=== prog_loader ===
prog_loader, signal wires on met3:
Scale: 4 px per µm.
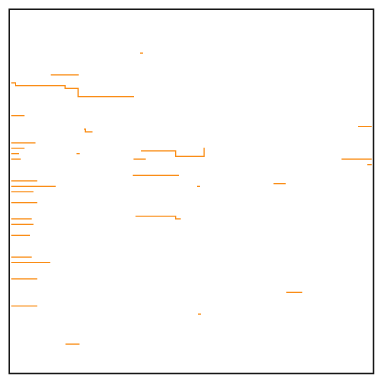

`config.mk`:
```
export PLATFORM = sky130hd
export DESIGN_NAME = prog_loader
export DESIGN_NICKNAME = d
export VERILOG_FILES = /design/src/rtl/prog_loader_pkg.sv /design/src/rtl/prog_loader_timer.sv /design/src/rtl/prog_loader.sv
export SDC_FILE = /design/constraint.sdc
export NUM_CORES = 1
export LEC_CHECK = 0
export ABC_AREA = 1
export CAP_MARGIN = 25
export CELL_PAD_IN_SITES_DETAIL_PLACEMENT = 1
export CELL_PAD_IN_SITES_GLOBAL_PLACEMENT = 1
export CORE_MARGIN = 1
export CORE_UTILIZATION = 35
export CTS_BUF_LIST = sky130_fd_sc_hd__clkbuf_2 sky130_fd_sc_hd__clkbuf_4 sky130_fd_sc_hd__clkbuf_8
export CTS_CLUSTER_DIAMETER = 100
export DETAILED_ROUTE_END_ITERATION = 7
export GPL_TIMING_DRIVEN = 0
export PLACE_DENSITY = 0.76
export SETUP_SLACK_MARGIN = 0.5
export SLEW_MARGIN = 20
export SYNTH_ARGS = -nofsm -noshare
export SYNTH_HDL_FRONTEND = slang
export SYNTH_SLANG_ARGS = --single-unit
```
`constraint.sdc`:
```
create_clock -name CLK -period 2.79 [get_ports CLK]
set_clock_uncertainty 0.05 [all_clocks]
set_input_delay 0.558 -clock CLK [delete_from_list [all_inputs] [get_ports CLK]]
set_output_delay 0.558 -clock CLK [all_outputs]
set_load 0.01 [all_outputs]
```
`src/rtl/prog_loader_pkg.sv`:
```
// prog_loader_pkg: shared state encoding and constants for the program loader.
// Contents: state_e FSM states, SYNC_BYTE_DEF frame marker, LEN_ZERO_COUNT (LEN=0 means 256 bytes).
package prog_loader_pkg;
   typedef enum logic [2:0] {IDLE, S_ADDR, S_LEN, S_DATA, S_CHK, DONE} state_e;
   localparam logic [7:0] SYNC_BYTE_DEF  = 8'hA5;
   localparam logic [8:0] LEN_ZERO_COUNT = 9'd256;
endpackage

```
`src/rtl/prog_loader_timer.sv`:
```
// prog_loader_timer: inter-byte idle timeout counter for the program loader.
// Ports: clk, rst (sync, active-high); clr restarts the count; run enables counting
// (count is held at zero while run is low); expired is high once TIMEOUT_CYCLES idle cycles have elapsed.
module prog_loader_timer #(
   parameter int TIMEOUT_CYCLES = 50000
) (
   input  logic clk,
   input  logic rst,
   input  logic clr,
   input  logic run,
   output logic expired
);
   localparam logic [15:0] LIMIT = 16'(TIMEOUT_CYCLES);
   logic [15:0] cnt_q, cnt_d;
   assign expired = run && (cnt_q == LIMIT);
   always_comb cnt_d = (clr || !run) ? '0 : (expired ? cnt_q : cnt_q + 16'd1);
   always_ff @(posedge clk)
      if (rst) cnt_q <= '0;
      else     cnt_q <= cnt_d;
endmodule

```
`src/rtl/prog_loader.sv`:
```
// prog_loader: parses SYNC,ADDR,LEN,D[N],CHK frames from a byte stream into the 256x8 program memory.
// Ports: CLK, RESET (sync, active-high); RX_DATA/RX_VALID/RX_READY byte input handshake;
// MEM_WE/MEM_ADDR/MEM_DATA memory write port (1 cycle after each accepted data byte);
// CPU_HOLD keeps the MCU in reset while loading; LOAD_DONE pulses on a good frame; LOAD_ERR is sticky.
// Optional: define PROG_LOADER_TIMEOUT_EN to abort a frame after TIMEOUT_CYCLES idle cycles.
module prog_loader
   import prog_loader_pkg::*;
#(
   parameter int              ADDR_WIDTH     = 8,
   parameter logic [7:0]      SYNC_BYTE      = SYNC_BYTE_DEF,
   parameter int              TIMEOUT_CYCLES = 50000
) (
   input  logic                  CLK,
   input  logic                  RESET,
   input  logic [7:0]            RX_DATA,
   input  logic                  RX_VALID,
   output logic                  RX_READY,
   output logic                  MEM_WE,
   output logic [ADDR_WIDTH-1:0] MEM_ADDR,
   output logic [7:0]            MEM_DATA,
   output logic                  CPU_HOLD,
   output logic                  LOAD_DONE,
   output logic                  LOAD_ERR
);
   state_e                state_q, state_d;
   logic [ADDR_WIDTH-1:0] ptr_q, ptr_d, addr_q, addr_d;
   logic [8:0]            cnt_q, cnt_d;
   logic [7:0]            sum_q, sum_d, data_q, data_d, sum_add;
   logic                  we_q, we_d, hold_q, hold_d, err_q, err_d;
   logic                  done_q, done_d, rdy_q, rdy_d;
   logic                  acc, timeout;

   assign acc     = RX_VALID && rdy_q;
   assign sum_add = sum_q + RX_DATA;

`ifdef PROG_LOADER_TIMEOUT_EN
   prog_loader_timer #(.TIMEOUT_CYCLES(TIMEOUT_CYCLES)) u_timer (
      .clk     (CLK),
      .rst     (RESET),
      .clr     (acc),
      .run     (state_q inside {S_ADDR, S_LEN, S_DATA, S_CHK}),
      .expired (timeout)
   );
`else
   // Constant false: waits indefinitely for the next byte.
   assign timeout = (TIMEOUT_CYCLES < 0);
`endif

   always_comb begin
      state_d = state_q;
      ptr_d   = ptr_q;
      cnt_d   = cnt_q;
      sum_d   = sum_q;
      we_d    = 1'b0;
      addr_d  = addr_q;
      data_d  = data_q;
      hold_d  = hold_q;
      err_d   = err_q;
      if (state_q == DONE) state_d = IDLE;
      else if (acc) begin
         case (state_q)
            IDLE: if (RX_DATA == SYNC_BYTE) begin
               state_d = S_ADDR;
               hold_d  = 1'b1;
               err_d   = 1'b0;
               sum_d   = '0;
            end
            S_ADDR: begin
               ptr_d   = RX_DATA[ADDR_WIDTH-1:0];
               sum_d   = sum_add;
               state_d = S_LEN;
            end
            S_LEN: begin
               cnt_d   = (RX_DATA == 8'd0) ? LEN_ZERO_COUNT : {1'b0, RX_DATA};
               sum_d   = sum_add;
               state_d = S_DATA;
            end
            S_DATA: begin
               we_d    = 1'b1;
               addr_d  = ptr_q;
               data_d  = RX_DATA;
               ptr_d   = ptr_q + 1'b1;
               cnt_d   = cnt_q - 9'd1;
               sum_d   = sum_add;
               state_d = (cnt_q == 9'd1) ? S_CHK : S_DATA;
            end
            S_CHK: begin
               sum_d   = sum_add;
               state_d = (sum_add == 8'd0) ? DONE : IDLE;
               err_d   = (sum_add != 8'd0);
               hold_d  = 1'b0;
            end
            default: state_d = IDLE;
         endcase
      end else if (timeout) begin
         err_d   = 1'b1;
         hold_d  = 1'b0;
         state_d = IDLE;
      end
      // DONE is only entered from S_CHK, so this yields a single-cycle pulse.
      done_d = (state_d == DONE);
      rdy_d  = (state_d != DONE);
   end

   always_ff @(posedge CLK)
      if (RESET) begin
         state_q <= IDLE;
         ptr_q   <= '0;
         cnt_q   <= '0;
         sum_q   <= '0;
         we_q    <= 1'b0;
         addr_q  <= '0;
         data_q  <= '0;
         hold_q  <= 1'b0;
         err_q   <= 1'b0;
         done_q  <= 1'b0;
         rdy_q   <= 1'b0;
      end else begin
         state_q <= state_d;
         ptr_q   <= ptr_d;
         cnt_q   <= cnt_d;
         sum_q   <= sum_d;
         we_q    <= we_d;
         addr_q  <= addr_d;
         data_q  <= data_d;
         hold_q  <= hold_d;
         err_q   <= err_d;
         done_q  <= done_d;
         rdy_q   <= rdy_d;
      end

   assign RX_READY  = rdy_q;
   assign MEM_WE    = we_q;
   assign MEM_ADDR  = addr_q;
   assign MEM_DATA  = data_q;
   assign CPU_HOLD  = hold_q;
   assign LOAD_DONE = done_q;
   assign LOAD_ERR  = err_q;
endmodule
```
=== serial_adder ===
[config.mk]
export PLATFORM = sky130hd
export DESIGN_NAME = serial_adder
export DESIGN_NICKNAME = d
export VERILOG_FILES = /design/src/rtl/serial_adder.sv
export SDC_FILE = /design/constraint.sdc
export NUM_CORES = 1
export LEC_CHECK = 0
export CORE_AREA = 10 10 70 72
export DETAILED_ROUTE_END_ITERATION = 16
export DIE_AREA = 0 0 80 82
export GPL_TIMING_DRIVEN = 0
export PLACE_DENSITY = 0.7
export SETUP_SLACK_MARGIN = 0.05
export SLEW_MARGIN = 20
export SYNTH_ARGS = -nofsm -noshare
export SYNTH_HDL_FRONTEND = slang
export SYNTH_SLANG_ARGS = --single-unit
[constraint.sdc]
create_clock -name clk -period 1.4 [get_ports clk]
set_input_delay 0.14 -clock clk [delete_from_list [all_inputs] [get_ports clk]]
set_output_delay 0.14 -clock clk [all_outputs]
set_load 0.05 [all_outputs]
[src/rtl/serial_adder.sv]
// serial_adder: bit-serial adder, one full-add per clock, LSB first, fixed WIDTH+1 cycle latency.
// Defining SERIAL_ADDER_OVF_EN adds the registered signed-overflow output ovf.
module serial_adder #(
  parameter int WIDTH = 8
) (
  input  logic             clk,
  input  logic             rst_n,
  input  logic             start,
  input  logic [WIDTH-1:0] a,
  input  logic [WIDTH-1:0] b,
  input  logic             cin,
  output logic [WIDTH-1:0] sum,
  output logic             cout,
`ifdef SERIAL_ADDER_OVF_EN
  output logic             ovf,
`endif
  output logic             busy,
  output logic             done
);

  localparam int CNT_W = $clog2(WIDTH);
  localparam logic [CNT_W-1:0] LAST = CNT_W'(WIDTH - 1);

  typedef enum logic [1:0] {
    IDLE,
    RUN,
    DONE
  } state_t;

  state_t             state_reg, state_next;
  logic [WIDTH-1:0]   a_sh_reg;
  logic [WIDTH-1:0]   b_sh_reg;
  logic [WIDTH-1:0]   sum_reg;
  logic [CNT_W-1:0]   cnt_reg;
  logic               carry_reg;
  logic               cout_reg;
  logic               bit_sum;
  logic               bit_carry;
  logic               last_bit;
`ifdef SERIAL_ADDER_OVF_EN
  logic               ovf_reg;
`endif

  assign bit_sum   = a_sh_reg[0] ^ b_sh_reg[0] ^ carry_reg;
  assign bit_carry = (a_sh_reg[0] & b_sh_reg[0]) | (carry_reg & (a_sh_reg[0] ^ b_sh_reg[0]));
  assign last_bit  = (cnt_reg == LAST);

  always_ff @(posedge clk or negedge rst_n) begin
    if (!rst_n) begin
      state_reg <= IDLE;
    end else begin
      state_reg <= state_next;
    end
  end

  always_comb begin
    state_next = state_reg;
    busy       = 1'b0;
    done       = 1'b0;
    case (state_reg)
      IDLE: begin
        if (start) state_next = RUN;
      end
      RUN: begin
        busy = 1'b1;
        if (last_bit) state_next = DONE;
      end
      DONE: begin
        busy       = 1'b1;
        done       = 1'b1;
        state_next = IDLE;
      end
      default: state_next = IDLE;
    endcase
  end

  // Result registers only change while running, so they hold through IDLE until the next start.
  always_ff @(posedge clk or negedge rst_n) begin
    if (!rst_n) begin
      a_sh_reg  <= '0;
      b_sh_reg  <= '0;
      sum_reg   <= '0;
      cnt_reg   <= '0;
      carry_reg <= 1'b0;
      cout_reg  <= 1'b0;
`ifdef SERIAL_ADDER_OVF_EN
      ovf_reg   <= 1'b0;
`endif
    end else if (state_reg == IDLE && start) begin
      a_sh_reg  <= a;
      b_sh_reg  <= b;
      carry_reg <= cin;
      cnt_reg   <= '0;
    end else if (state_reg == RUN) begin
      a_sh_reg  <= a_sh_reg >> 1;
      b_sh_reg  <= b_sh_reg >> 1;
      sum_reg   <= {bit_sum, sum_reg[WIDTH-1:1]};
      carry_reg <= bit_carry;
      cnt_reg   <= cnt_reg + CNT_W'(1);
      if (last_bit) begin
        cout_reg <= bit_carry;
`ifdef SERIAL_ADDER_OVF_EN
        // carry_reg here is the carry into the MSB.
        ovf_reg  <= carry_reg ^ bit_carry;
`endif
      end
    end
  end

  assign sum  = sum_reg;
  assign cout = cout_reg;
`ifdef SERIAL_ADDER_OVF_EN
  assign ovf  = ovf_reg;
`endif

endmodule

prog_loader, placement view:
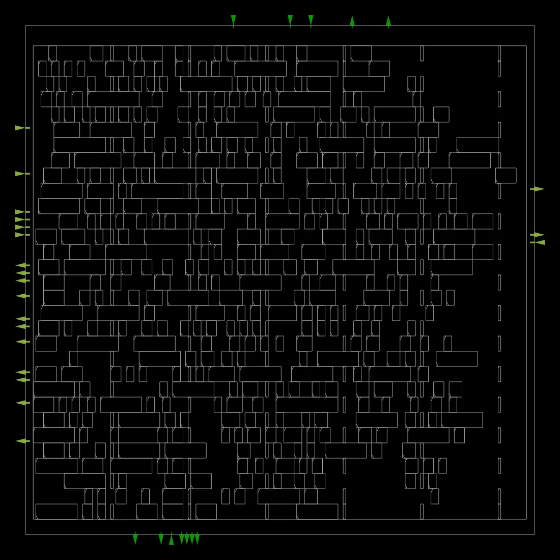
Std-Cell Core Area: 7408 µm²
final design utilization: 46.11%
number of standard cells in the final layout excluding fillers: 530
tap cell count: 99

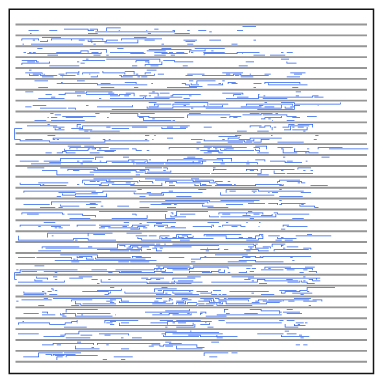
prog_loader: signal wires on met1
Scale: 4 px per µm. Supply wires on this layer in gray.
share of all routed wire: 48%
longest straight run: 29.0 µm
main direction: horizontal
wire length on this layer: 3910 µm

Notes on 'signal wires on met3' of prog_loader above:
nets with wire on the layer: 28
wire length on this layer: 195 µm

==> writeup.txt, prog_loader <==
For this run, asynchronously set or reset flops after synthesis account for 0%. Per the power-grid run, VDD falls by no more than 0.2171 mV. Multi-input gate area in the final layout: 1575 µm². The most used flip-flop cell after synthesis is sky130_fd_sc_hd__dfxtp_1.

Prior to clock tree synthesis, the placed netlist has a worst setup slack of -0.4517 ns. For this design the total switching power over the nets is 0.4457 mW. The global routing report lists combined usage of all routing layers as 20.29%. The run gives 28 for the count of warning messages emitted by the tools. Counting the fill cells in the layout gives 928. After floorplanning, the core was divided into 31 placement rows. The longest clock path from root to sink contains 2 buffers. The number of buffers and inverters on the critical path is 2. Clock power share: 34.3%. Among logic cells in the layout, the one with the most instances is sky130_fd_sc_hd__nand2_1. The run gives 13 for the instance count on the critical path. The layout has 61 inverters outside the clock class.

The peak per-stage delay on the critical path came out at 0.51 ns. The flow ran to the end, and the final reports show no timing, DRC or antenna violations. For the share of power burned in combinational logic, the log shows 17.6%.

The run reported a max-capacitance violation count of 0. The run gives 8.151 mm as the total wire length after detailed routing. Number of optimization iterations in the first detailed-route pass: 4.

The top layer used by detailed routing was met4. The tools report the initial antenna violation count as 0. Type of the tightest min-delay check: flip-flop to flip-flop. Post-synthesis sequential area ratio: 35.65%. Looking at the hold checks, the worst path lands on CPU_HOLD.
## prog_loader: registers in the layout, summed over array words and instances (netlist names)
name       count
sum_q          8
state_q        3
LOAD_ERR       1
MEM_ADDR       8
cnt_q          9
MEM_WE         1
LOAD_DONE      1
RX_READY       1
ptr_q          8
CPU_HOLD       1
MEM_DATA       8
## prog_loader: cells in the mapped netlist (4+ instances only)
cell,number,area share [%]
sky130_fd_sc_hd__dfxtp_1,49,36
sky130_fd_sc_hd__o21ai_0,39,7.1
sky130_fd_sc_hd__a21oi_1,20,3.6
sky130_fd_sc_hd__o21ai_1,6,1.1
sky130_fd_sc_hd__inv_2,7,0.96
sky130_fd_sc_hd__nand2_2,5,1.1
sky130_fd_sc_hd__a31oi_1,13,3.0
sky130_fd_sc_hd__inv_1,53,7.2
sky130_fd_sc_hd__ha_1,10,4.5
sky130_fd_sc_hd__nand3_1,29,5.3
sky130_fd_sc_hd__nand3_2,4,1.5
sky130_fd_sc_hd__nand2_1,65,8.9
sky130_fd_sc_hd__nor2_1,43,5.9
sky130_fd_sc_hd__buf_2,4,0.73
sky130_fd_sc_hd__nor2_4,4,1.6
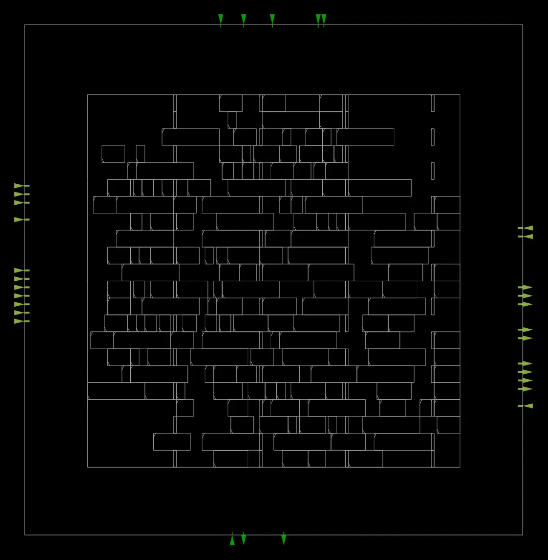
serial_adder: placement view
final design utilization: 60.77%
Std-Cell Core Area: 3578 µm²
Filler Cell Count: 301
standard-cell row count: 22
sequential cell area share: 35.67%

==> writeup.txt, serial_adder <==
Per STA, the worst path accumulates the most delay in the family adder cells. The run gives 80 µm for the horizontal die size. Summing all multiplexer cells gives an area fraction of 19.37%. In the final layout, non-clock buffers account for 25.78% of the cell area. Clock cells make up 3.165% of the layout cell area. The endpoint kind of the worst setup timing path is a flip-flop.

With the summed instance area of the synthesized netlist at 1518 µm², the worst setup margin is -0.02271 ns. The run gives 5 for the TritonCTS buffer count. The type of the tightest min-delay check is primary input to flip-flop. Of the post-synthesis cell area, the dominant cell type holds 51.11%. The tools report the overall fraction of global-route tracks in use as 10.07%. Based on the critical path, the design can be clocked at up to 0.7029 GHz. The overflow left after global routing came out at 0.

The cell area power density came out at 2485 nW/µm². According to the floorplan report, the die height is 82 µm. Setup repair after global routing could not meet its margin everywhere.

The flow ran to the end, but the final reports show violations. The root buffer cell is sky130_fd_sc_hd__clkbuf_4. With the count of final setup violators at 1, the number of DRC markers after the initial detailed-route iteration is 49. The checks that failed: setup timing. The cell-mix breakdown from Yosys lists the compound-gate area share as 7.502%.
## serial_adder: worst reg2reg max path, stage by stage, from the launching register on
cell and delay, ns:
sky130_fd_sc_hd__dfrtp_1 0.42, sky130_fd_sc_hd__ha_1 0.22, sky130_fd_sc_hd__ha_1 0.21, sky130_fd_sc_hd__nand2_1 0.12, sky130_fd_sc_hd__nor2_4 0.05, sky130_fd_sc_hd__mux2_4 0.28
## serial_adder: power by group
group | internal [mW] | switching [mW] | leakage (nW) | total, mW
combinational | 1.74 | 1.48 | 0.576 | 3.22
clock | 0.295 | 0.297 | 0.0386 | 0.592
sequential | 1.31 | 0.283 | 0.385 | 1.60
## serial_adder: worst min-delay path by stage
stage             endpoint  slack [ns]  cells past startpoint
4_1_cts        a_sh_reg[4]        0.33                      3
2_1_floorplan  a_sh_reg[0]       -0.16                      0
6_report       b_sh_reg[7]        0.33                      3
3_3_place_gp        sum[0]        0.49                      1
5_1_grt        b_sh_reg[4]        0.32                      3
3_5_place_dp        sum[1]        0.21                      1
## serial_adder: metal layers
metal	up-vias	wire length, µm
met3	8	218
met1	491	1345
li1	517	-
met5	-	0
met4	0	77
met2	28	1439

=== rr_interval_ctrl ===
rr_interval_ctrl, placement view:
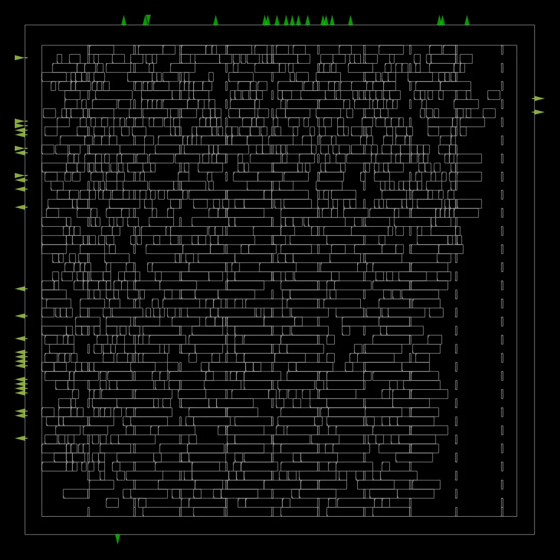

File: config.mk
export PLATFORM = sky130hd
export DESIGN_NAME = rr_interval_ctrl
export DESIGN_NICKNAME = d
export VERILOG_FILES = /design/src/rtl/rr_interval_ctrl_pkg.sv /design/src/rtl/rr_interval_ctrl_avg8.sv /design/src/rtl/rr_interval_ctrl.sv
export SDC_FILE = /design/constraint.sdc
export NUM_CORES = 1
export LEC_CHECK = 0
export CORE_MARGIN = 5
export CORE_UTILIZATION = 52
export DETAILED_ROUTE_END_ITERATION = 12
export MAX_ROUTING_LAYER = met4
export PLACE_DENSITY_LB_ADDON = 0.2
export RECOVER_POWER = 25
export SYNTH_ARGS = -nofsm -noshare
export SYNTH_HDL_FRONTEND = slang
export SYNTH_SLANG_ARGS = --single-unit
File: constraint.sdc
create_clock -name clk -period 6.8 [get_ports clk]
set_input_delay 2.04 -clock clk [delete_from_list [all_inputs] [get_ports clk]]
set_output_delay 2.04 -clock clk [all_outputs]
set_load 0.01 [all_outputs]
File: src/rtl/rr_interval_ctrl_pkg.sv
// Shared encodings and default tuning for the R-R interval controller.
// Defaults are in samples; FSM encoding is visible on the debug state port.
package rr_interval_ctrl_pkg;

  localparam int DEF_CNT_W     = 16;
  localparam int DEF_REFRACT   = 50;
  localparam int DEF_MAX_RR    = 600;
  localparam int DEF_TACHY_LIM = 150;
  localparam int DEF_BRADY_LIM = 360;

  typedef enum logic [1:0] {
    ST_IDLE  = 2'b00,
    ST_ARM   = 2'b01,
    ST_TRACK = 2'b10,
    ST_REFR  = 2'b11
  } state_t;

endpackage

File: src/rtl/rr_interval_ctrl_avg8.sv
// rr_avg8: running mean of the last 8 intervals (circular buffer + running sum).
// Latency: avg/full update at the push edge; full rises with the 8th push.
// Backpressure: none, accepts a push every cycle; clr wipes history in one cycle.
module rr_avg8 #(
  parameter int CNT_W = 16
) (
  input  logic             clk,
  input  logic             rst,
  input  logic             clr,
  input  logic             push,
  input  logic [CNT_W-1:0] din,
  output logic [CNT_W-1:0] avg,
  output logic             full
);

  localparam int SUM_W = CNT_W + 3;

  logic [CNT_W-1:0] ring [8];
  logic [2:0]       wr_ptr;
  logic [3:0]       fill;
  logic [SUM_W-1:0] sum;
  logic [SUM_W-1:0] sum_n;

  // Unfilled slots hold zero, so subtracting the slot being overwritten is
  // correct both while filling and once the ring has wrapped.
  assign sum_n = sum + SUM_W'(din) - SUM_W'(ring[wr_ptr]);

  always_ff @(posedge clk) begin
    if (rst || clr) begin
      for (int i = 0; i < 8; i++) ring[i] <= '0;
      wr_ptr <= '0;
      fill   <= '0;
      sum    <= '0;
      avg    <= '0;
      full   <= 1'b0;
    end else if (push) begin
      ring[wr_ptr] <= din;
      wr_ptr       <= wr_ptr + 3'd1;
      sum          <= sum_n;
      if (fill != 4'd8) fill <= fill + 4'd1;
      if (fill >= 4'd7) begin
        avg  <= sum_n[SUM_W-1:3];
        full <= 1'b1;
      end
    end
  end

endmodule

File: src/rtl/rr_interval_ctrl.sv
// R-R interval sequencer: refractory window, timeout, 8-beat average, beat records.
// Latency: record valid one clock after the accepting edge.
// Backpressure: record held until taken; a beat arriving on a blocked record is dropped and flagged.
module rr_interval_ctrl
  import rr_interval_ctrl_pkg::*;
#(
  parameter int CNT_W     = DEF_CNT_W,
  parameter int REFRACT   = DEF_REFRACT,
  parameter int MAX_RR    = DEF_MAX_RR,
  parameter int TACHY_LIM = DEF_TACHY_LIM,
  parameter int BRADY_LIM = DEF_BRADY_LIM
) (
  input  logic             clk,
  input  logic             rst,
  input  logic             en,
  input  logic             sample_tick,
  input  logic             r_peak,
  input  logic             out_ready,
  output logic             out_valid,
  output logic [CNT_W-1:0] rr_out,
  output logic [CNT_W-1:0] rr_avg,
  output logic             avg_valid,
  output logic             tachy,
  output logic             brady,
  output logic             timeout,
  output logic             ovf_sticky,
  output logic [1:0]       state_o
);

  localparam logic [CNT_W-1:0] REFRACT_C = CNT_W'(REFRACT);
  localparam logic [CNT_W-1:0] MAX_C     = CNT_W'(MAX_RR);
  localparam logic [CNT_W-1:0] TACHY_C   = CNT_W'(TACHY_LIM);
  localparam logic [CNT_W-1:0] BRADY_C   = CNT_W'(BRADY_LIM);

  state_t           state;
  logic [CNT_W-1:0] cnt;
  logic [CNT_W-1:0] reload;
  logic             active;
  logic             hit;
  logic             accept;
  logic             avg_clr;

  always_comb begin
    active  = (state == ST_REFR) || (state == ST_TRACK);
    hit     = en && active && (cnt == MAX_C);
    accept  = en && (state == ST_TRACK) && r_peak && !hit;
    avg_clr = !en || hit;
    // The peak's own sample counts as sample 0 of the new interval.
    reload  = CNT_W'(sample_tick);
  end

  assign state_o = state;

  rr_avg8 #(.CNT_W(CNT_W)) u_avg (
    .clk  (clk),
    .rst  (rst),
    .clr  (avg_clr),
    .push (accept),
    .din  (cnt),
    .avg  (rr_avg),
    .full (avg_valid)
  );

  always_ff @(posedge clk) begin
    if (rst || !en) begin
      state     <= ST_IDLE;
      cnt       <= '0;
      out_valid <= 1'b0;
      rr_out    <= '0;
      tachy     <= 1'b0;
      brady     <= 1'b0;
      timeout   <= 1'b0;
      if (rst) ovf_sticky <= 1'b0;
    end else begin
      timeout <= 1'b0;
      if (out_valid && out_ready) out_valid <= 1'b0;

      if (accept) begin
        if (!out_valid || out_ready) begin
          out_valid <= 1'b1;
          rr_out    <= cnt;
          tachy     <= (cnt < TACHY_C);
          brady     <= (cnt > BRADY_C);
        end else begin
          ovf_sticky <= 1'b1;
        end
      end

      case (state)
        ST_IDLE: begin
          state <= ST_ARM;
          cnt   <= '0;
        end
        ST_ARM: begin
          if (r_peak) begin
            state <= ST_REFR;
            cnt   <= reload;
          end
        end
        default: begin
          if (hit) begin
            // A peak landing on expiry re-arms straight into a fresh interval.
            timeout <= 1'b1;
            if (r_peak) begin
              state <= ST_REFR;
              cnt   <= reload;
            end else begin
              state <= ST_ARM;
              cnt   <= '0;
            end
          end else if (accept) begin
            state <= ST_REFR;
            cnt   <= reload;
          end else begin
            if (sample_tick && cnt != MAX_C) cnt <= cnt + 1'b1;
            if (state == ST_REFR && cnt >= REFRACT_C) state <= ST_TRACK;
          end
        end
      endcase
    end
  end

endmodule

=== seg_scan_capture ===
[config.mk]
export PLATFORM = sky130hd
export DESIGN_NAME = seg_scan_capture
export DESIGN_NICKNAME = d
export VERILOG_FILES = /design/src/rtl/traffic_seg_pkg.sv /design/src/rtl/seg2bcd.sv /design/src/rtl/seg_scan_capture.sv
export SDC_FILE = /design/constraint.sdc
export NUM_CORES = 1
export LEC_CHECK = 0
export ABC_CLOCK_PERIOD_IN_PS = 5450
export CORE_ASPECT_RATIO = 1.2
export CORE_UTILIZATION = 40
export CTS_BUF_LIST = sky130_fd_sc_hd__clkbuf_8
export DETAILED_ROUTE_END_ITERATION = 8
export PLACE_DENSITY_LB_ADDON = 0.2
export SETUP_SLACK_MARGIN = 0.05
export SKIP_CTS_REPAIR_TIMING = 1
export SLEW_MARGIN = 20
export SYNTH_ARGS = -nofsm -noshare
export SYNTH_HDL_FRONTEND = slang
export SYNTH_SLANG_ARGS = --single-unit
[constraint.sdc]
create_clock -name clk -period 5.45 [get_ports clk]
set_clock_uncertainty 0.15 [all_clocks]
set_input_delay 0.8175 -clock clk [delete_from_list [all_inputs] [get_ports clk]]
set_output_delay 0.8175 -clock clk [all_outputs]
set_load 0.02 [all_outputs]
[src/rtl/traffic_seg_pkg.sv]
// rtl/traffic_seg_pkg.sv - 7-segment pattern and BCD code constants shared by display encoder and capture
package traffic_seg_pkg;

  // Segment patterns are {g,f,e,d,c,b,a}, active-high.
  localparam logic [6:0] SEG_0     = 7'h3F;
  localparam logic [6:0] SEG_1     = 7'h06;
  localparam logic [6:0] SEG_2     = 7'h5B;
  localparam logic [6:0] SEG_3     = 7'h4F;
  localparam logic [6:0] SEG_4     = 7'h66;
  localparam logic [6:0] SEG_5     = 7'h6D;
  localparam logic [6:0] SEG_6     = 7'h7D;
  localparam logic [6:0] SEG_7     = 7'h07;
  localparam logic [6:0] SEG_8     = 7'h7F;
  localparam logic [6:0] SEG_9     = 7'h6F;
  localparam logic [6:0] SEG_BLANK = 7'h00;

  localparam logic [3:0] BCD_BLANK = 4'hF;
  localparam logic [3:0] BCD_ERR   = 4'hE;

endpackage

[src/rtl/seg2bcd.sv]
// rtl/seg2bcd.sv - combinational 7-segment pattern to BCD decoder with blank/error flags
module seg2bcd
  import traffic_seg_pkg::*;
(
  input  logic [6:0] seg,
  output logic [3:0] bcd,
  output logic       is_blank,
  output logic       is_err
);

  always_comb begin
    bcd      = BCD_ERR;
    is_blank = 1'b0;
    is_err   = 1'b0;
    case (seg)
      SEG_0:     bcd = 4'd0;
      SEG_1:     bcd = 4'd1;
      SEG_2:     bcd = 4'd2;
      SEG_3:     bcd = 4'd3;
      SEG_4:     bcd = 4'd4;
      SEG_5:     bcd = 4'd5;
      SEG_6:     bcd = 4'd6;
      SEG_7:     bcd = 4'd7;
      SEG_8:     bcd = 4'd8;
      SEG_9:     bcd = 4'd9;
      SEG_BLANK: begin
        bcd      = BCD_BLANK;
        is_blank = 1'b1;
      end
      default:   is_err = 1'b1;
    endcase
  end

endmodule

[src/rtl/seg_scan_capture.sv]
// rtl/seg_scan_capture.sv - debounced capture of a multiplexed 7-segment bus into per-digit BCD with frame events
module seg_scan_capture
  import traffic_seg_pkg::*;
#(
  parameter int NUM_DIGITS    = 2,
  parameter int STABLE_CYCLES = 4,
  parameter int CNT_W         = 8
) (
  input  logic                    clk,
  input  logic                    rst,
  input  logic                    en,
  input  logic [NUM_DIGITS-1:0]   dig_sel,
  input  logic [6:0]              seg_in,
  output logic [4*NUM_DIGITS-1:0] bcd_out,
  output logic [NUM_DIGITS-1:0]   blank,
  output logic [NUM_DIGITS-1:0]   digit_err,
  output logic                    frame_valid,
  output logic                    frame_err
);

  localparam int              SW      = NUM_DIGITS + 7;
  localparam logic [CNT_W-1:0] RUN_MAX = CNT_W'(STABLE_CYCLES);

  logic [SW-1:0]         sample;
  logic [SW-1:0]         prev_q;
  logic [CNT_W-1:0]      run_q;
  logic [CNT_W-1:0]      run_d;
  logic                  committed_q;
  logic [NUM_DIGITS-1:0] mask_q;
  logic                  legal;
  logic                  same;
  logic                  commit;
  logic                  mask_full;
  logic [3:0]            dec_bcd;
  logic                  dec_blank;
  logic                  dec_err;

  seg2bcd u_seg2bcd (
    .seg      (seg_in),
    .bcd      (dec_bcd),
    .is_blank (dec_blank),
    .is_err   (dec_err)
  );

  assign sample    = {dig_sel, seg_in};
  assign legal     = en && $onehot(dig_sel);
  assign same      = (sample == prev_q);
  assign mask_full = &mask_q;

  always_comb begin
    run_d = '0;
    if (legal) begin
      if (!same)
        run_d = CNT_W'(1);
      else if (run_q >= RUN_MAX)
        run_d = RUN_MAX;
      else
        run_d = run_q + CNT_W'(1);
    end
  end

  // Saturating counter plus the committed flag yields exactly one commit per stable run.
  assign commit = legal && (run_d == RUN_MAX) && !committed_q;

  always_ff @(posedge clk) begin
    if (rst) begin
      prev_q      <= '0;
      run_q       <= '0;
      committed_q <= 1'b0;
      mask_q      <= '0;
      bcd_out     <= {NUM_DIGITS{BCD_BLANK}};
      blank       <= '1;
      digit_err   <= '0;
      frame_valid <= 1'b0;
      frame_err   <= 1'b0;
    end else begin
      prev_q      <= sample;
      run_q       <= run_d;
      frame_valid <= mask_full;

      if (!legal || !same)
        committed_q <= 1'b0;
      else if (commit)
        committed_q <= 1'b1;

      // A full mask lives for one cycle; a commit landing then starts the next frame.
      if (mask_full)
        frame_err <= |digit_err;
      mask_q <= (mask_full ? '0 : mask_q) | (commit ? dig_sel : '0);

      if (commit) begin
        for (int i = 0; i < NUM_DIGITS; i++) begin
          if (dig_sel[i]) begin
            bcd_out[4*i +: 4] <= dec_bcd;
            blank[i]          <= dec_blank;
            digit_err[i]      <= dec_err;
          end
        end
      end
    end
  end

endmodule

=== atsc_fpll_ctrl_flat ===
**config.mk**
```make
export PLATFORM = sky130hd
export DESIGN_NAME = atsc_fpll_ctrl_flat
export DESIGN_NICKNAME = d
export VERILOG_FILES = /design/src/rtl/atsc_fpll_ctrl_pkg.sv /design/src/rtl/atsc_fpll_ctrl_if.sv /design/src/rtl/atsc_fpll_ctrl_skid.sv /design/src/rtl/atsc_fpll_ctrl.sv /design/src/flat_wrapper.sv
export SDC_FILE = /design/constraint.sdc
export NUM_CORES = 1
export LEC_CHECK = 0
export ABC_AREA = 1
export CAP_MARGIN = 15
export CORE_MARGIN = 1
export CORE_UTILIZATION = 43
export DETAILED_ROUTE_END_ITERATION = 16
export PLACE_DENSITY = 0.77
export SLEW_MARGIN = 20
export SYNTH_ARGS = -nofsm -noshare
export SYNTH_HDL_FRONTEND = slang
export SYNTH_SLANG_ARGS = --single-unit
```
**constraint.sdc**
```tcl
create_clock -name ce_clk -period 4.5 [get_ports ce_clk]
set_clock_uncertainty 0.2 [all_clocks]
set_input_delay 0.9 -clock ce_clk [delete_from_list [all_inputs] [get_ports ce_clk]]
set_output_delay 0.9 -clock ce_clk [all_outputs]
set_load 0.01 [all_outputs]
```
**src/rtl/atsc_fpll_ctrl_pkg.sv**
```systemverilog
// fpll_ctrl_pkg: settings addresses, defaults, controller states and status field positions
package fpll_ctrl_pkg;
  localparam logic [7:0] SR_CTRL = 8'd130;
  localparam logic [7:0] SR_SPP = 8'd131;
  localparam logic [15:0] SPP_DEFAULT = 16'd512;
  localparam int MAX_INFLIGHT_DEF = 64;
  localparam int ST_STATE = 30;
  localparam int ST_ERR = 29;
  localparam int ST_INFL = 16;
  typedef enum logic [1:0] {IDLE = 2'd0, RUN = 2'd1, DRAIN = 2'd2} state_t;
endpackage

```
**src/rtl/atsc_fpll_ctrl_if.sv**
```systemverilog
// atsc_fpll_ctrl_if: 32-bit AXI-stream bundle; master drives tdata/tvalid/tlast, slave drives tready
interface atsc_fpll_ctrl_if;
  logic [31:0] tdata;
  logic tvalid;
  logic tlast;
  logic tready;
  modport master(output tdata, tvalid, tlast, input tready);
  modport slave(input tdata, tvalid, tlast, output tready);
endinterface

```
**src/rtl/atsc_fpll_ctrl_skid.sv**
```systemverilog
// fpll_skid_buf: 2-entry registered AXI-stream skid buffer, 32-bit data
// ports: clk/rst, in_* upstream stream, out_* registered downstream stream, count = entries held
module fpll_skid_buf (
  input  logic        clk,
  input  logic        rst,
  input  logic [31:0] in_data,
  input  logic        in_valid,
  output logic        in_ready,
  output logic [31:0] out_data,
  output logic        out_valid,
  input  logic        out_ready,
  output logic [1:0]  count
);
  logic [31:0] d1;
  logic live, push, pop;
  // live holds ready low while in reset and for the first cycle after release
  assign in_ready = live && count != 2'd2;
  assign out_valid = count != 2'd0;
  assign push = in_valid && in_ready;
  assign pop = out_valid && out_ready;
  always_ff @(posedge clk or posedge rst)
    if (rst) begin
      live <= 1'b0;
      count <= 2'd0;
      out_data <= '0;
      d1 <= '0;
    end else begin
      live <= 1'b1;
      count <= count + 2'(push) - 2'(pop);
      out_data <= pop ? (count == 2'd2 ? d1 : in_data) : (count == 2'd0 ? in_data : out_data);
      d1 <= ((count == 2'd1 && !pop) || (count == 2'd2 && pop)) ? in_data : d1;
    end
endmodule

```
**src/rtl/atsc_fpll_ctrl.sv**
```systemverilog
// atsc_fpll_ctrl: gates samples into the FPLL core, bounds in-flight samples, regenerates tlast, handles flush
// ports: ce_clk/ce_rst, settings bus (set_stb/set_addr/set_data), s_in (from wrapper), core_in/core_out
// (to/from HLS core), m_out (to wrapper, registered), status {state, err, 5'd0, inflight, pkt_cnt}
module atsc_fpll_ctrl
  import fpll_ctrl_pkg::*;
#(
  parameter int MAX_INFLIGHT = MAX_INFLIGHT_DEF
) (
  input  logic                   ce_clk,
  input  logic                   ce_rst,
  input  logic                   set_stb,
  input  logic [7:0]             set_addr,
  input  logic [31:0]            set_data,
  atsc_fpll_ctrl_if.slave        s_in,
  atsc_fpll_ctrl_if.master       core_in,
  atsc_fpll_ctrl_if.slave        core_out,
  atsc_fpll_ctrl_if.master       m_out,
  output logic [31:0]            status
);
  state_t state, nxt;
  logic enable, flush_req, err;
  logic [15:0] spp, beat_cnt, pkt_cnt;
  logic [7:0] inflight;
  logic [1:0] count;
  logic gate, ctrl_wr, spp_wr, in_hs, out_hs, m_hs, core_empty, done;
  logic unused_bits;
  assign unused_bits = ^{set_data[31:16], core_out.tlast};
  assign ctrl_wr = set_stb && set_addr == SR_CTRL;
  assign spp_wr = set_stb && set_addr == SR_SPP;
  assign gate = state == RUN && inflight < 8'(MAX_INFLIGHT);
  assign core_in.tdata = s_in.tdata;
  assign core_in.tlast = s_in.tlast;
  assign core_in.tvalid = s_in.tvalid && gate;
  assign s_in.tready = core_in.tready && gate;
  assign in_hs = core_in.tvalid && core_in.tready;
  assign out_hs = core_out.tvalid && core_out.tready;
  assign m_hs = m_out.tvalid && m_out.tready;
  assign core_empty = state == DRAIN && inflight == 8'd0;
  // >= rather than == so that shrinking spp below the current position closes the packet on the next beat
  assign m_out.tlast = m_out.tvalid && (beat_cnt >= spp - 16'd1 || (core_empty && count == 2'd1));
  assign done = core_empty && count == 2'd0 && beat_cnt == 16'd0;
  fpll_skid_buf u_skid (
    .clk(ce_clk),
    .rst(ce_rst),
    .in_data(core_out.tdata),
    .in_valid(core_out.tvalid),
    .in_ready(core_out.tready),
    .out_data(m_out.tdata),
    .out_valid(m_out.tvalid),
    .out_ready(m_out.tready),
    .count(count)
  );
  always_comb begin
    nxt = state;
    nxt = state == IDLE ? (enable ? RUN : IDLE) :
          state == RUN ? ((flush_req || !enable) ? DRAIN : RUN) :
          state == DRAIN ? (done ? IDLE : DRAIN) : IDLE;
  end
  always_ff @(posedge ce_clk or posedge ce_rst)
    if (ce_rst) begin
      state <= IDLE;
      enable <= 1'b0;
      flush_req <= 1'b0;
      err <= 1'b0;
      spp <= SPP_DEFAULT;
      beat_cnt <= '0;
      pkt_cnt <= '0;
      inflight <= '0;
    end else begin
      state <= nxt;
      enable <= ctrl_wr ? set_data[0] : enable;
      flush_req <= (ctrl_wr && set_data[1]) || (flush_req && !done);
      spp <= spp_wr ? (set_data[15:0] == 16'd0 ? 16'd1 : set_data[15:0]) : spp;
      err <= err || (out_hs && inflight == 8'd0);
      inflight <= inflight + 8'(in_hs) - 8'(out_hs && inflight != 8'd0);
      // an already-closed packet leaves beat_cnt stale when the core empties in DRAIN; zero it there
      beat_cnt <= m_hs ? (m_out.tlast ? 16'd0 : beat_cnt + 16'd1) :
                  (core_empty && count == 2'd0) ? 16'd0 : beat_cnt;
      pkt_cnt <= pkt_cnt + 16'(m_hs && m_out.tlast);
    end
  always_comb begin
    status = '0;
    status[ST_STATE +: 2] = state;
    status[ST_ERR] = err;
    status[ST_INFL +: 8] = inflight;
    status[15:0] = pkt_cnt;
  end
endmodule

```
**src/flat_wrapper.sv**
```systemverilog
// flat-port wrapper written by rule: the top's interface ports become plain ports
module atsc_fpll_ctrl_flat import fpll_ctrl_pkg::*;
#(
  parameter int MAX_INFLIGHT = MAX_INFLIGHT_DEF
)
  (ce_clk, ce_rst, set_stb, set_addr, set_data, status, s_in_tdata, s_in_tvalid, s_in_tlast, s_in_tready, core_in_tdata, core_in_tvalid, core_in_tlast, core_in_tready, core_out_tdata, core_out_tvalid, core_out_tlast, core_out_tready, m_out_tdata, m_out_tvalid, m_out_tlast, m_out_tready);
  atsc_fpll_ctrl_if s_in_i ();
  atsc_fpll_ctrl_if core_in_i ();
  atsc_fpll_ctrl_if core_out_i ();
  atsc_fpll_ctrl_if m_out_i ();
  input  logic ce_clk;
  input  logic ce_rst;
  input  logic set_stb;
  input  logic [7:0] set_addr;
  input  logic [31:0] set_data;
  output logic [31:0] status;
  input wire logic [$bits(s_in_i.tdata)-1:0] s_in_tdata;
  input wire logic [$bits(s_in_i.tvalid)-1:0] s_in_tvalid;
  input wire logic [$bits(s_in_i.tlast)-1:0] s_in_tlast;
  output wire logic [$bits(s_in_i.tready)-1:0] s_in_tready;
  output wire logic [$bits(core_in_i.tdata)-1:0] core_in_tdata;
  output wire logic [$bits(core_in_i.tvalid)-1:0] core_in_tvalid;
  output wire logic [$bits(core_in_i.tlast)-1:0] core_in_tlast;
  input wire logic [$bits(core_in_i.tready)-1:0] core_in_tready;
  input wire logic [$bits(core_out_i.tdata)-1:0] core_out_tdata;
  input wire logic [$bits(core_out_i.tvalid)-1:0] core_out_tvalid;
  input wire logic [$bits(core_out_i.tlast)-1:0] core_out_tlast;
  output wire logic [$bits(core_out_i.tready)-1:0] core_out_tready;
  output wire logic [$bits(m_out_i.tdata)-1:0] m_out_tdata;
  output wire logic [$bits(m_out_i.tvalid)-1:0] m_out_tvalid;
  output wire logic [$bits(m_out_i.tlast)-1:0] m_out_tlast;
  input wire logic [$bits(m_out_i.tready)-1:0] m_out_tready;
  assign s_in_i.tdata = s_in_tdata;
  assign s_in_i.tvalid = s_in_tvalid;
  assign s_in_i.tlast = s_in_tlast;
  assign s_in_tready = s_in_i.tready;
  assign core_in_tdata = core_in_i.tdata;
  assign core_in_tvalid = core_in_i.tvalid;
  assign core_in_tlast = core_in_i.tlast;
  assign core_in_i.tready = core_in_tready;
  assign core_out_i.tdata = core_out_tdata;
  assign core_out_i.tvalid = core_out_tvalid;
  assign core_out_i.tlast = core_out_tlast;
  assign core_out_tready = core_out_i.tready;
  assign m_out_tdata = m_out_i.tdata;
  assign m_out_tvalid = m_out_i.tvalid;
  assign m_out_tlast = m_out_i.tlast;
  assign m_out_i.tready = m_out_tready;
  atsc_fpll_ctrl #(.MAX_INFLIGHT(MAX_INFLIGHT)) u_core (.ce_clk(ce_clk), .ce_rst(ce_rst), .set_stb(set_stb), .set_addr(set_addr), .set_data(set_data), .s_in(s_in_i), .core_in(core_in_i), .core_out(core_out_i), .m_out(m_out_i), .status(status));
endmodule
```
atsc_fpll_ctrl_flat, the metal 2 layer:
Scale: 2 px per µm.
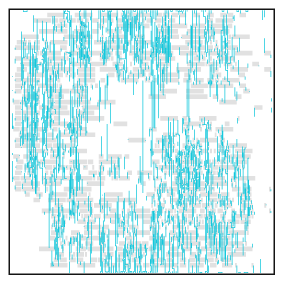
longest straight run: 49.0 µm
main direction: vertical
share of all routed wire: 49%
wire length on this layer: 7630 µm
nets with wire on the layer: 814

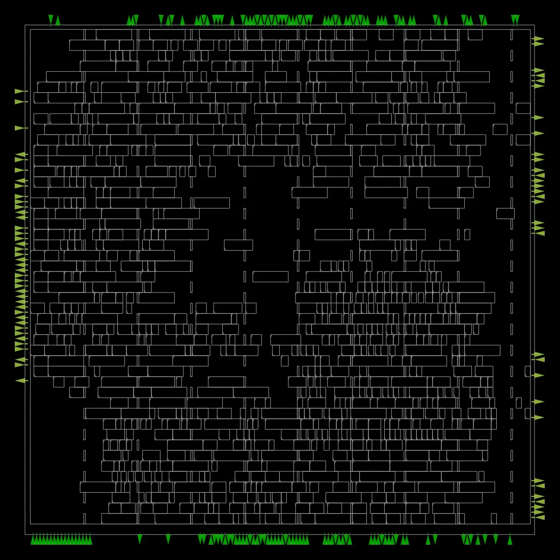
atsc_fpll_ctrl_flat: placement view
Filler Cell Count: 1450
sequential cell area share: 35.11%

==> writeup.txt, atsc_fpll_ctrl_flat <==
The reg-to-reg setup timing slack was 0.57 ns; the sequential power was 1.87 mW. The remaining design rule violation count was 0. Beginning of the worst hold path: u_core.err. Net switching power figure: 1.953 mW. For this run, the slowest stage of the critical path takes 0.43 ns. For the overall via count from detail_route, the log shows 5418. The run finished with clean final reports. Buffers inserted during clock tree synthesis total 17. The tools report the number of levels in the clock H-tree as 4. The worst setup path is launched from a flip-flop. The count of final setup violators was 0.

In this run the worst setup path terminates at m_out_tlast. The hold-critical path depth came out at 1. Per the timing report, the most critical flop-to-flop path finishes at u_core.pkt_cnt[12].

The number of warnings reported in the stage logs is 47. Clock network power for this build is 1.42 mW. Routing resource usage on met3 recorded by global route was 4.861%.

The actual slew at the worst max-slew pin was 1.088 ns. With the effective utilization at floorplan at 43.78%, the share of async-settable or async-resettable flops after synthesis is 100.0%. The top layer used by detailed routing was met4.

In this run the critical register-to-register path is launched from u_core.spp[3]. Wire length on met3: 695 µm. Once layout is complete, the cells apart from fillers number 1099.

After global routing the overflow that remains totals 0. The first global-routing pass estimated 26.94 mm of wire. The most critical hold endpoint after final layout shows a slack of 0.2702 ns.

Setup slack on the worst path after placement came out at 0.3743 ns.
-- atsc_fpll_ctrl_flat: state kept, by name, summed over array words and instances (netlist names) --
register                count
u_core.state                2
u_core.flush_req            1
u_core.beat_cnt            16
u_core.enable               1
u_core.u_skid.live          1
u_core.u_skid.d1           32
u_core.spp                 16
u_core.err                  1
u_core.u_skid.out_data     32
u_core.u_skid.count         2
u_core.inflight             8
u_core.pkt_cnt             16
-- atsc_fpll_ctrl_flat: timing repair --
action,4_1_cts,5_1_grt
pin swaps,0,4
setup buffers,0,2
setup endpoints to repair,1,2
resized,1,16
-- atsc_fpll_ctrl_flat: kinds of logic (layout without fill, tap and decap cells) --
logic type / Yosys count / count (layout) / share of synthesized area (%)
other cells: 2 / 6 / 0.1038
flops: 128 / 128 / 44.29
mux: 47 / 47 / 9.288
compound gates: 98 / 98 / 7.333
fa+ha+maj: 36 / 36 / 6.330
simple gates: 278 / 278 / 17.50
buf+inv: 132 / 242 / 9.824
xor+xnor: 44 / 44 / 5.327
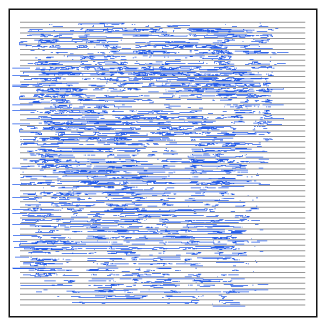
rr_interval_ctrl: signal wires on met1
Scale: 2 px per µm. Supply wires on this layer in gray.
nets with wire on the layer: 989
wire length on this layer: 10800 µm
share of all routed wire: 43%
main direction: horizontal

Notes on 'placement view' of rr_interval_ctrl above:
standard-cell row count: 52
Std-Cell Core Area: 20170 µm²
Seq cells: 213
tap cell count: 270

==> writeup.txt, rr_interval_ctrl <==
The flow ran to the end, but the final reports show violations. The checks that failed: capacitance limit, slew limit. The run gives 5.49 ns for the arrival time of the worst setup path. Ranked by flip-flop count, first place goes to u_avg.ring. The synthesis-to-layout area growth was 13.01%; the synthesized instance count was 970. The total overflow left after global routing is 0. The horizontal die size was 153.0 µm; the clock power share was 45.1%. For the via count of the first global-routing pass, the log shows 7379. During synthesis, Yosys emitted a total of 0 warnings. The run gives 52.70% for the effective utilization at floorplan. The clock-pin slew of the registers on the worst-case setup and hold paths works out to 0.06 ns. The number of buffers on the longest clock path is 3.

The analysis reports a worst IR drop on VDD of 0.1898 mV. The final layout report lists a filler cell count of 1697. Summing all placed instances gives a cell area of 11250 µm².

Following the worst setup path forward leads to its endpoint at u_avg.ring[4][13]. Ranked by instance count, the synthesized netlist is headed by sky130_fd_sc_hd__edfxtp_1, sky130_fd_sc_hd__and2_1, sky130_fd_sc_hd__nand2_1. The part of the cycle the worst path needs works out to 79.46%. In the final run the clock tree shows a worst skew of 0.01620 ns.

Pins over their slew limit in the final report were tallied at 44. The logs give 1 for the total of max-cap violations and 1.020 ns for the worst setup timing slack at the placement stage.
rr_interval_ctrl: cell families after synthesis:
kind of cell,after synthesis,synth area share (%)
and+or+nand+nor,360,17.83
DFF,213,52.26
AOI/OAI and AO/OA,140,7.875
buffers and inverters,137,5.061
muxes,51,8.745
adders and majority gates,40,5.838
xor gates and xnor gates,29,2.389
rr_interval_ctrl: stage by stage:
step | power (mW) | cells | util, %
after CTS | 2.811 | 1273 | 59.58
after floorplan | 1.522 | 970 | -
after global routing | 2.888 | 1273 | 59.55
after global placement | 1.561 | 1231 | 55.78
final | 2.795 | 1274 | 59.56
after detailed placement | 1.563 | 1231 | 55.78
rr_interval_ctrl: metal layers:
layer	GRT usage, %	up-vias	share of wire, %	wire length [µm]
li1	-	3456	-	-
met5	-	-	0	0
met3	3.534	50	5.4	1371
met4	7.764	0	3.1	783
met1	29.26	3558	43	10770
met2	36.14	230	49	12310
rr_interval_ctrl: worst max-delay path: cells and delay by family:
kind                   cells  cell delay (ns)
AND/OR/NAND/NOR            4             1.27
buffers and inverters      4             2.16
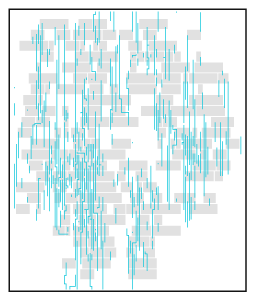
seg_scan_capture: the metal 2 layer
Scale: 4 px per µm.
wire length on this layer: 1640 µm
longest straight run: 29.6 µm
share of all routed wire: 52%
nets with wire on the layer: 181

==> writeup.txt, seg_scan_capture <==
The flow ran to the end, and the final reports show no timing, DRC or antenna violations. The layout stage reports a final design area of 1971 µm². Measured against the total synthesized area, the mux share comes to 7.761%.

The logs give 0 for the number of diodes added for antenna fixing and 34 for the clock net sink count. The horizontal die size came out at 58.79 µm. The total leakage power is 0.7706 nW. Ranked by power, first place goes to the clock network. The synthesized netlist devotes 1.617% of its cell area to adder and majority cells. With the remaining design rule violation count at 0, the multi-input combinational gate total is 118. The post-route minimum period was 2.753 ns. Measured on the finished design, the core utilization comes to 53.79%. The min-delay analysis places its worst path in the category flip-flop to flip-flop. The number of inserted filler cells in the final layout was 350. The total power draw came out at 0.5811 mW. Setup repair after global routing left no endpoint under its margin. The timing report gives the clock slew at the launch and capture registers of the worst setup and hold paths as 0.07 ns. Global routing consumed, on the met2 layer, 27.78% of the routing resources. The required arrival time at the worst endpoint came out at 5.46 ns.

The tools report the clock network power as 0.277 mW. The TritonCTS buffer count was 5. Combinational cells account for 8.1% of the total power. The synthesized netlist was found by Yosys to have 159 cells.
## seg_scan_capture: registers in the layout, indices dropped and copies added (netlist names)
register	flops
bcd_out	8
blank	2
committed_q	1
digit_err	2
frame_err	1
frame_valid	1
mask_q	2
prev_q	9
run_q	8
## seg_scan_capture: metal layers
metal | vias to the layer above | wire (µm)
li1 | 600 | -
met1 | 579 | 1267
met2 | 35 | 1642
met3 | 8 | 153
met4 | 0 | 75
met5 | - | 0
## seg_scan_capture: worst max-delay path, stage by stage
cell,delay [ns]
sky130_fd_sc_hd__clkdlybuf4s50_1,0.71
sky130_fd_sc_hd__xnor2_1,0.18
sky130_fd_sc_hd__nand3_2,0.12
sky130_fd_sc_hd__a2111oi_4,0.54
sky130_fd_sc_hd__nand3_4,0.22
sky130_fd_sc_hd__mux2i_1,0.16
## seg_scan_capture: path summary, 6_finish.rpt
kind	from	end	slack (ns)	cells past startpoint
min reg2reg	mask_q[0]	frame_valid	0.35	2
max reg2reg	run_q[6]	bcd_out[6]	3.51	5
min	mask_q[0]	frame_valid	0.35	2
max	seg_in[5]	bcd_out[7]	2.70	6


==> screenshots <==
The metal 2 layer.
picture 1
Scale: 2 px per µm.
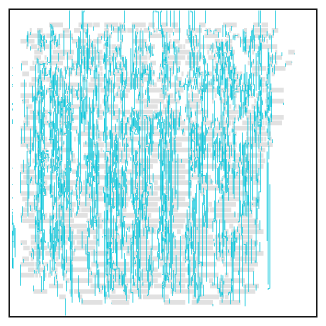
picture 2
Scale: 3 px per µm.
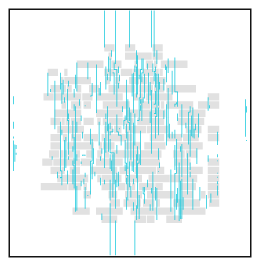
picture 3
Scale: 3 px per µm.
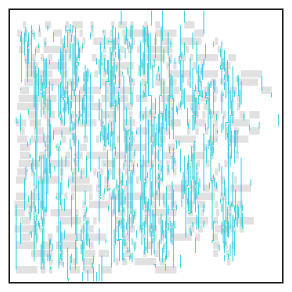
Picture 3 comes from prog_loader.
Picture 2 comes from serial_adder.
Picture 1 comes from rr_interval_ctrl.
The one with the smallest die is picture 2.
The one with the largest die is picture 1.

Key to picture 1:
wire length on this layer: 12300 µm
main direction: vertical
share of all routed wire: 49%

Power figures rest on the tool's default switching activity, not on a simulated workload.
